# ---- fp_mult_arbiter_flat ----
fp_mult_arbiter_flat, where the registers sit:
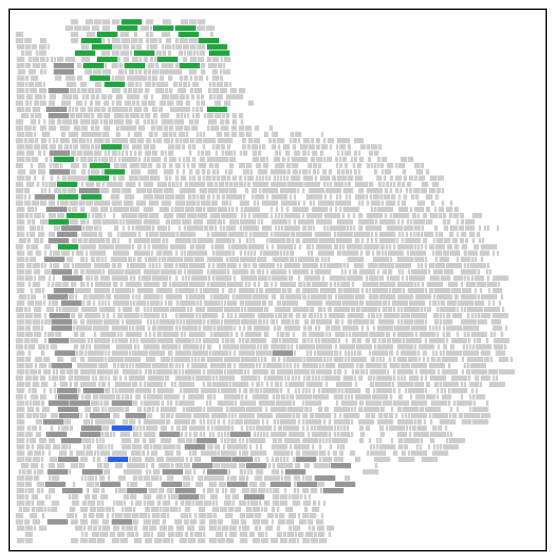

**config.mk**
```make
export PLATFORM = sky130hd
export DESIGN_NAME = fp_mult_arbiter_flat
export DESIGN_NICKNAME = d
export VERILOG_FILES = /design/src/rtl/fpm_arb_pkg.sv /design/src/rtl/fp_mult_arbiter_if.sv /design/src/rtl/floating_point_multiplier.sv /design/src/rtl/fpm_rr_arbiter.sv /design/src/rtl/fp_mult_arbiter.sv /design/src/flat_wrapper.sv
export SDC_FILE = /design/constraint.sdc
export NUM_CORES = 2
export LEC_CHECK = 0
export CORE_AREA = 2 2 231 233
export DETAILED_ROUTE_END_ITERATION = 6
export DIE_AREA = 0 0 233 235
export GPL_ROUTABILITY_DRIVEN = 0
export PLACE_DENSITY = 0.89
export SYNTH_ARGS = -nofsm -noshare
export SYNTH_HDL_FRONTEND = slang
export SYNTH_HIERARCHICAL = 1
export SYNTH_SLANG_ARGS = --single-unit
export TNS_END_PERCENT = 100
```
**constraint.sdc**
```tcl
create_clock -name clk -period 18.6 [get_ports clk]
set_input_delay 2.79 -clock clk [delete_from_list [all_inputs] [get_ports clk]]
set_output_delay 2.79 -clock clk [all_outputs]
set_load 0.01 [all_outputs]
```
**src/rtl/fpm_arb_pkg.sv**
```systemverilog
// Shared types, widths and the round-robin pick function for the FP multiplier arbiter.
// rr_pick is purely combinational; callers zero-extend their request vectors to RR_N_MAX.
package fpm_arb_pkg;

  typedef enum logic [1:0] {
    IDLE = 2'd0,
    EXEC = 2'd1,
    RESP = 2'd2
  } state_t;

  localparam int FP_W     = 32;
  localparam int RR_N_MAX = 32;

  // One-hot grant for the first set bit of valid at or above ptr, wrapping at n.
  function automatic logic [RR_N_MAX-1:0] rr_pick(
    input logic [RR_N_MAX-1:0] valid,
    input logic [4:0]          ptr,
    input logic [5:0]          n
  );
    logic [RR_N_MAX-1:0] grant;
    logic                found;
    logic [5:0]          idx;
    grant = '0;
    found = 1'b0;
    for (int i = 0; i < RR_N_MAX; i++) begin
      idx = {1'b0, ptr} + 6'(i);
      if (idx >= n) idx = idx - n;
      if (!found && (6'(i) < n) && valid[idx[4:0]]) begin
        grant[idx[4:0]] = 1'b1;
        found           = 1'b1;
      end
    end
    return grant;
  endfunction

endpackage

```
**src/rtl/fp_mult_arbiter_if.sv**
```systemverilog
// Requester and response channels of the shared FP multiplier.
// master = requesters/consumer side, slave = arbiter side.
interface fp_mult_arbiter_if #(
  parameter int N_REQ = 4,
  parameter int ID_W  = 2
) ();
  import fpm_arb_pkg::*;

  logic [N_REQ-1:0]      req_valid;
  logic [N_REQ-1:0]      req_ready;
  logic [N_REQ*FP_W-1:0] req_a;
  logic [N_REQ*FP_W-1:0] req_b;
  logic                  resp_valid;
  logic                  resp_ready;
  logic [ID_W-1:0]       resp_id;
  logic [FP_W-1:0]       resp_result;
  logic                  resp_overflow;

  modport master (
    output req_valid, req_a, req_b, resp_ready,
    input  req_ready, resp_valid, resp_id, resp_result, resp_overflow
  );

  modport slave (
    input  req_valid, req_a, req_b, resp_ready,
    output req_ready, resp_valid, resp_id, resp_result, resp_overflow
  );

endinterface

```
**src/rtl/floating_point_multiplier.sv**
```systemverilog
// Combinational IEEE-754 single multiply, round-to-nearest-even, subnormals flushed to zero.
// overflow flags a finite product whose exponent exceeds the format (result is signed infinity).
module floating_point_multiplier (
  input  logic [31:0] a,
  input  logic [31:0] b,
  output logic [31:0] result,
  output logic        overflow
);

  logic        sa, sb, sign;
  logic [7:0]  ea, eb, exp8;
  logic [22:0] fa, fb, mant;
  logic [47:0] prod;
  logic [23:0] mant_r;
  logic [9:0]  exp_u;
  logic        norm, guard, sticky, rnd;
  logic        a_zero, b_zero, a_inf, b_inf, a_nan, b_nan;

  assign {sa, ea, fa} = a;
  assign {sb, eb, fb} = b;
  assign prod = {24'd0, 1'b1, fa} * {24'd0, 1'b1, fb};

  always_comb begin
    result   = '0;
    overflow = 1'b0;
    sign     = sa ^ sb;
    a_zero   = (ea == 8'd0);
    b_zero   = (eb == 8'd0);
    a_inf    = (ea == 8'hFF) && (fa == 23'd0);
    b_inf    = (eb == 8'hFF) && (fb == 23'd0);
    a_nan    = (ea == 8'hFF) && (fa != 23'd0);
    b_nan    = (eb == 8'hFF) && (fb != 23'd0);
    norm     = prod[47];
    if (norm) begin
      mant   = prod[46:24];
      guard  = prod[23];
      sticky = |prod[22:0];
    end else begin
      mant   = prod[45:23];
      guard  = prod[22];
      sticky = |prod[21:0];
    end
    rnd    = guard & (sticky | mant[0]);
    mant_r = {1'b0, mant} + {23'd0, rnd};
    // Biased sum before removing 127; kept wide so range checks see the true value.
    exp_u  = {2'b0, ea} + {2'b0, eb} + {9'd0, norm} + {9'd0, mant_r[23]};
    exp8   = ea + eb + {7'd0, norm} + {7'd0, mant_r[23]} + 8'd129;

    if (a_nan || b_nan || (a_inf && b_zero) || (b_inf && a_zero)) begin
      result = 32'h7FC0_0000;
    end else if (a_inf || b_inf) begin
      result = {sign, 8'hFF, 23'd0};
    end else if (a_zero || b_zero) begin
      result = {sign, 31'd0};
    end else if (exp_u >= 10'd382) begin
      result   = {sign, 8'hFF, 23'd0};
      overflow = 1'b1;
    end else if (exp_u <= 10'd127) begin
      result = {sign, 31'd0};
    end else begin
      result = {sign, exp8, mant_r[22:0]};
    end
  end

endmodule

```
**src/rtl/fpm_rr_arbiter.sv**
```systemverilog
// Combinational round-robin grant starting at rr_ptr; zero latency, no state.
// The pointer itself is owned and advanced by the parent.
module fpm_rr_arbiter
  import fpm_arb_pkg::*;
#(
  parameter int N_REQ = 4,
  parameter int ID_W  = 2
) (
  input  logic [N_REQ-1:0] req_valid,
  input  logic [ID_W-1:0]  rr_ptr,
  output logic [N_REQ-1:0] grant,
  output logic             grant_vld,
  output logic [ID_W-1:0]  grant_idx
);

  logic [RR_N_MAX-1:0] pick;

  assign pick      = rr_pick(RR_N_MAX'(req_valid), 5'(rr_ptr), 6'(N_REQ));
  assign grant     = pick[N_REQ-1:0];
  assign grant_vld = |pick;

  always_comb begin
    grant_idx = '0;
    for (int i = 0; i < N_REQ; i++) begin
      if (grant[i]) grant_idx = ID_W'(i);
    end
  end

endmodule

```
**src/rtl/fp_mult_arbiter.sv**
```systemverilog
// Round-robin share of one combinational FP multiplier; result MULT_CYCLES clocks after accept,
// response held until resp_ready. Define FPM_ARB_STATS_EN for op_count/ovf_count outputs.
module fp_mult_arbiter
  import fpm_arb_pkg::*;
#(
  parameter int N_REQ       = 4,
  parameter int ID_W        = 2,
  parameter int MULT_CYCLES = 4
) (
  input  logic                  clk,
  input  logic                  rst,
  fp_mult_arbiter_if.slave      bus,
`ifdef FPM_ARB_STATS_EN
  output logic [31:0]           op_count,
  output logic [15:0]           ovf_count,
`endif
  output logic                  busy
);

  localparam int CNT_W = (MULT_CYCLES > 1) ? $clog2(MULT_CYCLES) : 1;

  generate
    if (MULT_CYCLES < 1) begin : g_bad_cycles
      $error("fp_mult_arbiter: MULT_CYCLES must be >= 1");
    end
    if (N_REQ < 2 || N_REQ > RR_N_MAX) begin : g_bad_nreq
      $error("fp_mult_arbiter: N_REQ out of range");
    end
    if (ID_W != $clog2(N_REQ)) begin : g_bad_idw
      $error("fp_mult_arbiter: ID_W must equal clog2(N_REQ)");
    end
  endgenerate

  state_t            state_q, state_d;
  logic [ID_W-1:0]   rr_ptr_q, id_q, resp_id_q;
  logic [CNT_W-1:0]  cnt_q;
  logic [FP_W-1:0]   a_q, b_q, sel_a, sel_b, mult_res, res_q;
  logic              mult_ovf, ovf_q;
  logic [N_REQ-1:0]  grant;
  logic              grant_vld;
  logic [ID_W-1:0]   grant_idx;
  logic              accept, capture, resp_hs;

  fpm_rr_arbiter #(
    .N_REQ (N_REQ),
    .ID_W  (ID_W)
  ) u_rr (
    .req_valid (bus.req_valid),
    .rr_ptr    (rr_ptr_q),
    .grant     (grant),
    .grant_vld (grant_vld),
    .grant_idx (grant_idx)
  );

  // Operands come only from the registers, giving the multiplier a MULT_CYCLES path.
  floating_point_multiplier u_mult (
    .a        (a_q),
    .b        (b_q),
    .result   (mult_res),
    .overflow (mult_ovf)
  );

  always_comb begin
    sel_a = '0;
    sel_b = '0;
    for (int i = 0; i < N_REQ; i++) begin
      if (grant[i]) begin
        sel_a = bus.req_a[i*FP_W +: FP_W];
        sel_b = bus.req_b[i*FP_W +: FP_W];
      end
    end
  end

  always_comb begin
    state_d = state_q;
    accept  = 1'b0;
    capture = 1'b0;
    resp_hs = 1'b0;
    case (state_q)
      IDLE: begin
        if (grant_vld) begin
          accept  = 1'b1;
          state_d = EXEC;
        end
      end
      EXEC: begin
        if (cnt_q == '0) begin
          capture = 1'b1;
          state_d = RESP;
        end
      end
      RESP: begin
        if (bus.resp_ready) begin
          resp_hs = 1'b1;
          state_d = IDLE;
        end
      end
      default: state_d = IDLE;
    endcase
  end

  always_ff @(posedge clk or negedge rst) begin
    if (!rst) state_q <= IDLE;
    else      state_q <= state_d;
  end

  always_ff @(posedge clk or negedge rst) begin
    if (!rst) begin
      rr_ptr_q  <= '0;
      id_q      <= '0;
      cnt_q     <= '0;
      a_q       <= '0;
      b_q       <= '0;
      resp_id_q <= '0;
      res_q     <= '0;
      ovf_q     <= 1'b0;
    end else begin
      if (accept) begin
        a_q      <= sel_a;
        b_q      <= sel_b;
        id_q     <= grant_idx;
        rr_ptr_q <= (grant_idx == ID_W'(N_REQ - 1)) ? '0 : grant_idx + 1'b1;
        cnt_q    <= CNT_W'(MULT_CYCLES - 1);
      end else if (state_q == EXEC && cnt_q != '0) begin
        cnt_q <= cnt_q - 1'b1;
      end
      if (capture) begin
        res_q     <= mult_res;
        ovf_q     <= mult_ovf;
        resp_id_q <= id_q;
      end
    end
  end

  // Gated by rst so req_ready reads zero while reset is held, even with requests pending.
  assign bus.req_ready     = (state_q == IDLE && rst) ? grant : '0;
  assign bus.resp_valid    = (state_q == RESP);
  assign bus.resp_id       = resp_id_q;
  assign bus.resp_result   = res_q;
  assign bus.resp_overflow = ovf_q;
  assign busy              = (state_q != IDLE);

`ifdef FPM_ARB_STATS_EN
  always_ff @(posedge clk or negedge rst) begin
    if (!rst) begin
      op_count  <= '0;
      ovf_count <= '0;
    end else if (resp_hs) begin
      op_count <= op_count + 1'b1;
      if (ovf_q && ovf_count != 16'hFFFF) ovf_count <= ovf_count + 1'b1;
    end
  end
`endif

endmodule
```
**src/flat_wrapper.sv**
```systemverilog
// flat-port wrapper written by rule: the top's interface ports become plain ports
module fp_mult_arbiter_flat import fpm_arb_pkg::*;
#(
  parameter int N_REQ       = 4,
  parameter int ID_W        = 2,
  parameter int MULT_CYCLES = 4
)
  (clk, rst, busy, bus_req_valid, bus_req_a, bus_req_b, bus_resp_ready, bus_req_ready, bus_resp_valid, bus_resp_id, bus_resp_result, bus_resp_overflow);
  fp_mult_arbiter_if #(.N_REQ(N_REQ), .ID_W(ID_W)) bus_i ();
  input  logic clk;
  input  logic rst;
  output logic busy;
  input wire logic [$bits(bus_i.req_valid)-1:0] bus_req_valid;
  input wire logic [$bits(bus_i.req_a)-1:0] bus_req_a;
  input wire logic [$bits(bus_i.req_b)-1:0] bus_req_b;
  input wire logic [$bits(bus_i.resp_ready)-1:0] bus_resp_ready;
  output wire logic [$bits(bus_i.req_ready)-1:0] bus_req_ready;
  output wire logic [$bits(bus_i.resp_valid)-1:0] bus_resp_valid;
  output wire logic [$bits(bus_i.resp_id)-1:0] bus_resp_id;
  output wire logic [$bits(bus_i.resp_result)-1:0] bus_resp_result;
  output wire logic [$bits(bus_i.resp_overflow)-1:0] bus_resp_overflow;
  assign bus_i.req_valid = bus_req_valid;
  assign bus_i.req_a = bus_req_a;
  assign bus_i.req_b = bus_req_b;
  assign bus_i.resp_ready = bus_resp_ready;
  assign bus_req_ready = bus_i.req_ready;
  assign bus_resp_valid = bus_i.resp_valid;
  assign bus_resp_id = bus_i.resp_id;
  assign bus_resp_result = bus_i.resp_result;
  assign bus_resp_overflow = bus_i.resp_overflow;
  fp_mult_arbiter #(.N_REQ(N_REQ), .ID_W(ID_W), .MULT_CYCLES(MULT_CYCLES)) u_core (.clk(clk), .rst(rst), .bus(bus_i), .busy(busy));
endmodule
```
# ---- cmd_resp_sequencer ----
===== src/rtl/cmd_resp_sequencer.sv =====
// Command/response sequencer: hands wrapper commands to the execution unit,
// watches for completion with a watchdog, and arbitrates the UART response channel.
module cmd_resp_sequencer #(
   parameter logic [7:0]  ACK_BYTE    = 8'hA5,
   parameter logic [7:0]  NAK_BYTE    = 8'hEE,
   parameter int unsigned TIMEOUT_CYC = 1000000,
   parameter int unsigned TMR_W       = 20
) (
   input  logic        clk,
   input  logic        rst_n,
   input  logic        cmd_rdy,
   input  logic [15:0] cmd,
   output logic        clr_cmd_rdy,
   output logic        send_resp,
   output logic [7:0]  resp,
   input  logic        resp_sent,
   output logic        exe_vld,
   output logic [7:0]  exe_op,
   output logic [7:0]  exe_arg,
   input  logic        exe_done,
   input  logic        stat_req,
   input  logic [7:0]  stat_byte,
   output logic        stat_gnt,
   output logic        busy
);

   typedef enum logic [1:0] {IDLE, EXEC, ACK_REQ} cmd_state_t;
   typedef enum logic {TX_IDLE, TX_BUSY} tx_state_t;

   localparam logic [TMR_W-1:0] TMR_LAST = TMR_W'(TIMEOUT_CYC - 1);

   cmd_state_t       cmd_state_reg, cmd_state_next;
   tx_state_t        tx_state_reg, tx_state_next;
   logic [TMR_W-1:0] timer_reg, timer_next;
   logic             nak_reg, nak_next;
   logic [7:0]       op_reg, op_next;
   logic [7:0]       arg_reg, arg_next;
   logic             clr_reg, clr_next;
   logic [7:0]       resp_reg, resp_next;
   logic             send_reg, send_next;
   logic             gnt_reg, gnt_next;
   logic             ack_req;
   logic             ack_gnt;

   always_ff @(posedge clk or negedge rst_n) begin
      if (!rst_n) begin
         cmd_state_reg <= IDLE;
         tx_state_reg  <= TX_IDLE;
         timer_reg     <= '0;
         nak_reg       <= 1'b0;
         op_reg        <= 8'h00;
         arg_reg       <= 8'h00;
         clr_reg       <= 1'b0;
         resp_reg      <= 8'h00;
         send_reg      <= 1'b0;
         gnt_reg       <= 1'b0;
      end else begin
         cmd_state_reg <= cmd_state_next;
         tx_state_reg  <= tx_state_next;
         timer_reg     <= timer_next;
         nak_reg       <= nak_next;
         op_reg        <= op_next;
         arg_reg       <= arg_next;
         clr_reg       <= clr_next;
         resp_reg      <= resp_next;
         send_reg      <= send_next;
         gnt_reg       <= gnt_next;
      end
   end

   // Command FSM; exe_done on the timeout cycle still yields an ACK.
   always_comb begin
      cmd_state_next = cmd_state_reg;
      timer_next     = '0;
      nak_next       = nak_reg;
      op_next        = op_reg;
      arg_next       = arg_reg;
      clr_next       = 1'b0;
      case (cmd_state_reg)
         IDLE: begin
            if (cmd_rdy) begin
               op_next        = cmd[15:8];
               arg_next       = cmd[7:0];
               clr_next       = 1'b1;
               cmd_state_next = EXEC;
            end
         end
         EXEC: begin
            timer_next = timer_reg + 1'b1;
            if (exe_done) begin
               nak_next       = 1'b0;
               cmd_state_next = ACK_REQ;
            end else if (timer_reg == TMR_LAST) begin
               nak_next       = 1'b1;
               cmd_state_next = ACK_REQ;
            end
         end
         ACK_REQ: begin
            timer_next = timer_reg;
            if (ack_gnt) begin
               cmd_state_next = IDLE;
            end
         end
         default: cmd_state_next = IDLE;
      endcase
   end

   assign ack_req = (cmd_state_reg == ACK_REQ);

   // Response arbiter: the ack path always beats a concurrent status request.
   always_comb begin
      tx_state_next = tx_state_reg;
      resp_next     = resp_reg;
      send_next     = 1'b0;
      gnt_next      = 1'b0;
      ack_gnt       = 1'b0;
      case (tx_state_reg)
         TX_IDLE: begin
            if (ack_req) begin
               ack_gnt       = 1'b1;
               resp_next     = nak_reg ? NAK_BYTE : ACK_BYTE;
               send_next     = 1'b1;
               tx_state_next = TX_BUSY;
            end else if (stat_req) begin
               resp_next     = stat_byte;
               send_next     = 1'b1;
               gnt_next      = 1'b1;
               tx_state_next = TX_BUSY;
            end
         end
         TX_BUSY: begin
            if (resp_sent) begin
               tx_state_next = TX_IDLE;
            end
         end
      endcase
   end

   assign clr_cmd_rdy = clr_reg;
   assign send_resp   = send_reg;
   assign resp        = resp_reg;
   assign stat_gnt    = gnt_reg;
   assign exe_vld     = (cmd_state_reg == EXEC);
   assign exe_op      = op_reg;
   assign exe_arg     = arg_reg;
   assign busy        = (cmd_state_reg != IDLE);

endmodule

===== config.mk =====
export PLATFORM = sky130hd
export DESIGN_NAME = cmd_resp_sequencer
export DESIGN_NICKNAME = d
export VERILOG_FILES = /design/src/rtl/cmd_resp_sequencer.sv
export SDC_FILE = /design/constraint.sdc
export NUM_CORES = 1
export LEC_CHECK = 0
export CELL_PAD_IN_SITES_DETAIL_PLACEMENT = 0
export CELL_PAD_IN_SITES_GLOBAL_PLACEMENT = 1
export CORE_ASPECT_RATIO = 0.8
export CORE_MARGIN = 3
export CORE_UTILIZATION = 39
export CTS_BUF_LIST = sky130_fd_sc_hd__clkbuf_8
export CTS_CLUSTER_DIAMETER = 60
export DETAILED_ROUTE_END_ITERATION = 6
export PLACE_DENSITY_LB_ADDON = 0.25
export SETUP_SLACK_MARGIN = 0.02
export SLEW_MARGIN = 20
export SYNTH_ARGS = -nofsm -noshare
export SYNTH_HDL_FRONTEND = slang
export SYNTH_SLANG_ARGS = --single-unit
export TNS_END_PERCENT = 1

===== constraint.sdc =====
create_clock -name clk -period 2.4 [get_ports clk]
set_input_delay 0.72 -clock clk [delete_from_list [all_inputs] [get_ports clk]]
set_output_delay 0.72 -clock clk [all_outputs]
set_load 0.01 [all_outputs]

# ---- serial_transmitter ----
**src/rtl/serial_transmitter.sv**
```systemverilog
// Transmit end of the 7-bit even-parity serial link: frames a word as
// start, 7 data bits LSB-first, parity and a parity echo.
module serial_transmitter #(
    parameter int CLKS_PER_BIT = 1,
    parameter int IDLE_GAP     = 0
) (
    input  logic       clk,
    input  logic       rstn,
    input  logic       in_valid,
    input  logic [6:0] data_in,
    output logic       in_ready,
    output logic       busy,
    output logic       done,
    output logic       serial_out
);

    typedef enum logic [2:0] {
        S_IDLE,
        S_START,
        S_DATA,
        S_PARITY,
        S_ECHO,
        S_GAP
    } state_t;

    localparam logic [7:0] CYC_LAST = 8'(CLKS_PER_BIT - 1);
    localparam logic [3:0] GAP_LAST = (IDLE_GAP > 0) ? 4'(IDLE_GAP - 1) : 4'd0;

    state_t     r_state;
    logic [7:0] r_cyc;
    logic [2:0] r_bit_idx;
    logic [3:0] r_gap;
    logic [6:0] r_tx_data;
    logic       r_parity;
    logic       r_serial;
    logic       r_done;

    logic       w_bit_end;
    logic [2:0] w_next_idx;

    assign w_bit_end  = (r_cyc == CYC_LAST);
    assign w_next_idx = r_bit_idx + 3'd1;

    assign in_ready   = (r_state == S_IDLE);
    assign busy       = (r_state != S_IDLE);
    assign done       = r_done;
    assign serial_out = r_serial;

    // serial_out is loaded with the bit of the state being entered, so the
    // line value always comes straight from r_serial.
    always_ff @(posedge clk or negedge rstn) begin
        if (!rstn) begin
            r_state   <= S_IDLE;
            r_cyc     <= 8'd0;
            r_bit_idx <= 3'd0;
            r_gap     <= 4'd0;
            r_tx_data <= 7'd0;
            r_parity  <= 1'b0;
            r_serial  <= 1'b1;
            r_done    <= 1'b0;
        end else begin
            r_done <= 1'b0;
            if (r_state != S_IDLE) begin
                r_cyc <= w_bit_end ? 8'd0 : r_cyc + 8'd1;
            end
            case (r_state)
                S_IDLE: begin
                    if (in_valid) begin
                        r_tx_data <= data_in;
                        r_parity  <= ^data_in;
                        r_cyc     <= 8'd0;
                        r_serial  <= 1'b0;
                        r_state   <= S_START;
                    end
                end
                S_START: begin
                    if (w_bit_end) begin
                        r_bit_idx <= 3'd0;
                        r_serial  <= r_tx_data[0];
                        r_state   <= S_DATA;
                    end
                end
                S_DATA: begin
                    if (w_bit_end) begin
                        if (r_bit_idx == 3'd6) begin
                            r_serial <= r_parity;
                            r_state  <= S_PARITY;
                        end else begin
                            r_bit_idx <= w_next_idx;
                            r_serial  <= r_tx_data[w_next_idx];
                        end
                    end
                end
                S_PARITY: begin
                    if (w_bit_end) begin
                        r_serial <= r_parity;
                        r_done   <= 1'b1;
                        r_state  <= S_ECHO;
                    end
                end
                S_ECHO: begin
                    if (w_bit_end) begin
                        r_serial <= 1'b1;
                        if (IDLE_GAP > 0) begin
                            r_gap   <= 4'd0;
                            r_state <= S_GAP;
                        end else begin
                            r_state <= S_IDLE;
                        end
                    end
                end
                S_GAP: begin
                    if (w_bit_end) begin
                        if (r_gap == GAP_LAST) begin
                            r_state <= S_IDLE;
                        end else begin
                            r_gap <= r_gap + 4'd1;
                        end
                    end
                end
                default: begin
                    r_serial <= 1'b1;
                    r_state  <= S_IDLE;
                end
            endcase
        end
    end

endmodule

```
**config.mk**
```make
export PLATFORM = sky130hd
export DESIGN_NAME = serial_transmitter
export DESIGN_NICKNAME = d
export VERILOG_FILES = /design/src/rtl/serial_transmitter.sv
export SDC_FILE = /design/constraint.sdc
export NUM_CORES = 1
export LEC_CHECK = 0
export CORE_MARGIN = 3
export CORE_UTILIZATION = 60
export DETAILED_ROUTE_END_ITERATION = 12
export DONT_BUFFER_PORTS = 1
export MAX_ROUTING_LAYER = met4
export PLACE_DENSITY = 0.73
export SLEW_MARGIN = 25
export SYNTH_ARGS = -nofsm -noshare
export SYNTH_HDL_FRONTEND = slang
export SYNTH_SLANG_ARGS = --single-unit
```
**constraint.sdc**
```tcl
create_clock -name clk -period 2.45 [get_ports clk]
set_input_delay 0.49 -clock clk [delete_from_list [all_inputs] [get_ports clk]]
set_output_delay 0.49 -clock clk [all_outputs]
set_load 0.02 [all_outputs]
```

## Gallery

Signal wires on met3.
shot_01.png
The bar under the picture is 20 um long.
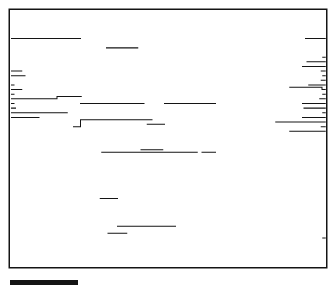
shot_02.png
The bar under the picture is 20 um long.
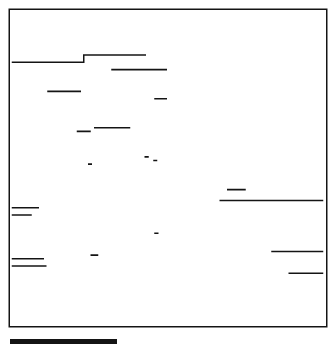
shot_03.png
The bar under the picture is 50 um long.
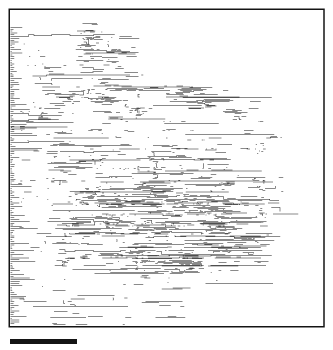
| from | picture |
|---|---|
| fp_mult_arbiter_flat | shot_03.png |
| serial_transmitter | shot_02.png |
| cmd_resp_sequencer | shot_01.png |
The one with the smallest die is shot_02.png.

Key to shot_02.png:
wire length on this layer: 113 um
share of all routed wire: 3.4%
longest straight run: 19.1 um
nets with wire on the layer: 14
main direction: horizontal

serial_transmitter, M2 wires:
Cells faint in the background.
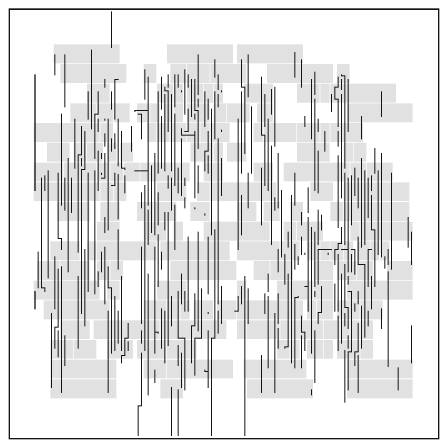
nets with wire on the layer: 159
share of all routed wire: 53%
wire length on this layer: 1740 um
longest straight run: 23.1 um
vias: 1260
GR Layer Usage met2: 40.4%
total wire length: 3300 um

serial_transmitter, gate-type map:
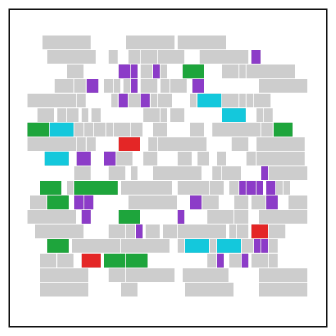
| color | family | cells |
|---|---|---|
| red | non-inverting ao/oa cells | 3 |
| green | mux cells | 10 |
| cyan | fa/ha/maj cells | 6 |
| purple | nand cells | 27 |
post-route insts no fill: 199
Commonest Layout Cell: dfrtp_1
fraction of area in multi-input gates: 50.3%

==> ci_impl_report.md, serial_transmitter <==
### Metrics collected by this job

| Metric | Value |
|---|---|
| Status | finished, final reports clean |
| Delay-heaviest family, CP | simple AND/OR/NAND/NOR gates |
| Hold EP | r_cyc[1]$_DFF_PN0_ |
| Largest registers | r_cyc x8, r_tx_data x7, r_gap x4 |
| Num ports | 14 |
| Number of synthesized flops with an enable pin | 0 |
| Synth cell types | 47 |
| DR WL met3 | 113 um |
| GRT Max-Usage Layer | met2 |
| Root buffer cell | clkbuf_4 |
| Post-synth top cells | dfrtp_1 (27), nand2_1 (12), inv_1 (11), o21ai_0 (10), a21oi_1 (9) |
| Tool Warnings | 29 |
| Tapcell Cnt | 30 |
| Ys async rst share | 100% |
| First-pass DRT Iterations | 4 |
| Chip area | 3490 sq um |
| CP Cell Sequence | or3_1, inv_2 |
| Worst setup startpoint | r_state[1]$_DFFE_PN0P_ |
| Seq_cells | 28 |
| Grt met3 use | 3.05% |
| Yosys chip area | 1690 sq um |
| Most flops, register | r_cyc |
| Setup crit end | in_ready |
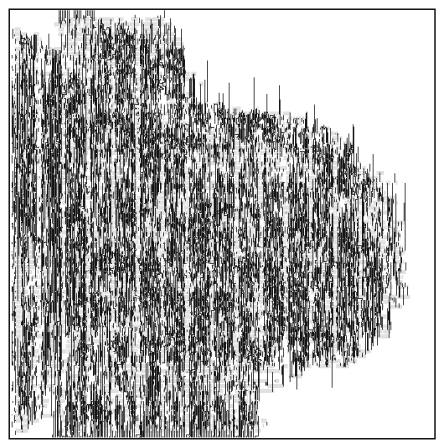
fp_mult_arbiter_flat: M2 wires
Cells faint in the background.
nets with wire on the layer: 3940
share of all routed wire: 47%
longest straight run: 80.2 um
GR Layer Usage met2: 55.3%
vias: 25500
total wire length: 88800 um

fp_mult_arbiter_flat, congestion heat map:
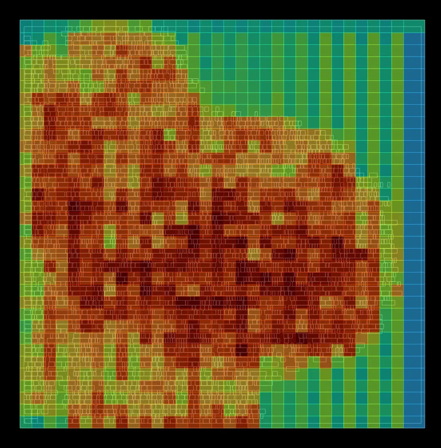
GRT Max-Usage Layer: met2
GRT met1 Usage: 37.3%
total track usage: 33.4%

## Picture notes: 'where the registers sit' of fp_mult_arbiter_flat
| color | netlist name | sequential cells |
|---|---|---|
| green | u_core/bus.resp_result | 32 |
| blue | u_core/rr_ptr_q | 2 |
not colored: 73
Seq/total area: 8.33%

==> ci_impl_report.md, fp_mult_arbiter_flat <==
### Metrics collected by this job

| Metric | Value |
|---|---|
| Status | finished, final reports clean |
| Initial antenna violation count | 1 |
| Fraction of area in multi-input gates | 69.8% |
| Most used cell along the critical path | fa_1 |
| DP HPWL | 68400 um |
| Startpoint Class | register |
| Signal buf overhead | 10.4% |
| Hold Crit Depth | 2 |
| Top achievable clock speed | 0.0765 GHz |
| H-tree level count | 3 |
| Worst-Margin Slew | 1270 ps |
| Vias in the first global route | 27400 |
| Aoi share | 12.3% |
| Hold EP | u_core/id_q[0]$_DFFE_PN0P_ |
| Setup TNS | 0 ps |
cmd_resp_sequencer, M2 wires:
Cells faint in the background.
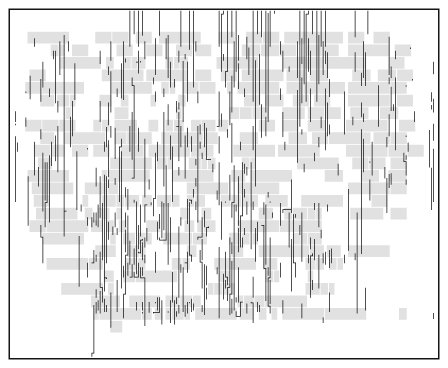
longest straight run: 43.5 um
wire length on this layer: 2360 um
share of all routed wire: 45%
vias: 1839
GR Layer Usage met2: 22.7%
total wire length: 5220 um

==> ci_impl_report.md, cmd_resp_sequencer <==
### Metrics collected by this job

| Metric | Value |
|---|---|
| Met1 WL | 2520 um |
| Top cells by area | dfrtp_1 (54%), mux2_2 (7.7%), o21ai_0 (3.8%), nand2_1 (3.8%), nand3_1 (3.0%) |
| R2R Setup Slk | 510 ps |
| Post-Syn Area per Cell | 11.0 sq um |
| Clock network share of area | 3.73% |
| Signal buffers | 65 |
| CP Cell Sequence | or2_2, clkdlybuf4s50_1 |
| DR WL met3 | 304 um |
| Post-CTS Setup Bufs | 0 |
| Worst flop-to-flop path startpoint | timer_reg[2]$_DFFE_PN0P_ |
| Largest net degree at the start of global routing | 33 |
| CTS tree | done |
| Total track usage | 15.1% |
| Cts repair resizes | 0 |
| PnR worst setup slack | 92.5 ps |
| Worst path slowest cell | clkdlybuf4s50_1 |
| N_diodes | 0 |
| Biggest Area Class | flip-flops and latches |
| Worst setup startpoint | cmd_state_reg[1]$_DFFE_PN0P_ |
| Root buffer cell | clkbuf_8 |
| Syn. warnings | 0 |
| Post-Synthesis Cell Area | 2350 sq um |
| Status | finished, final reports clean |
| DP Area | 3000 sq um |

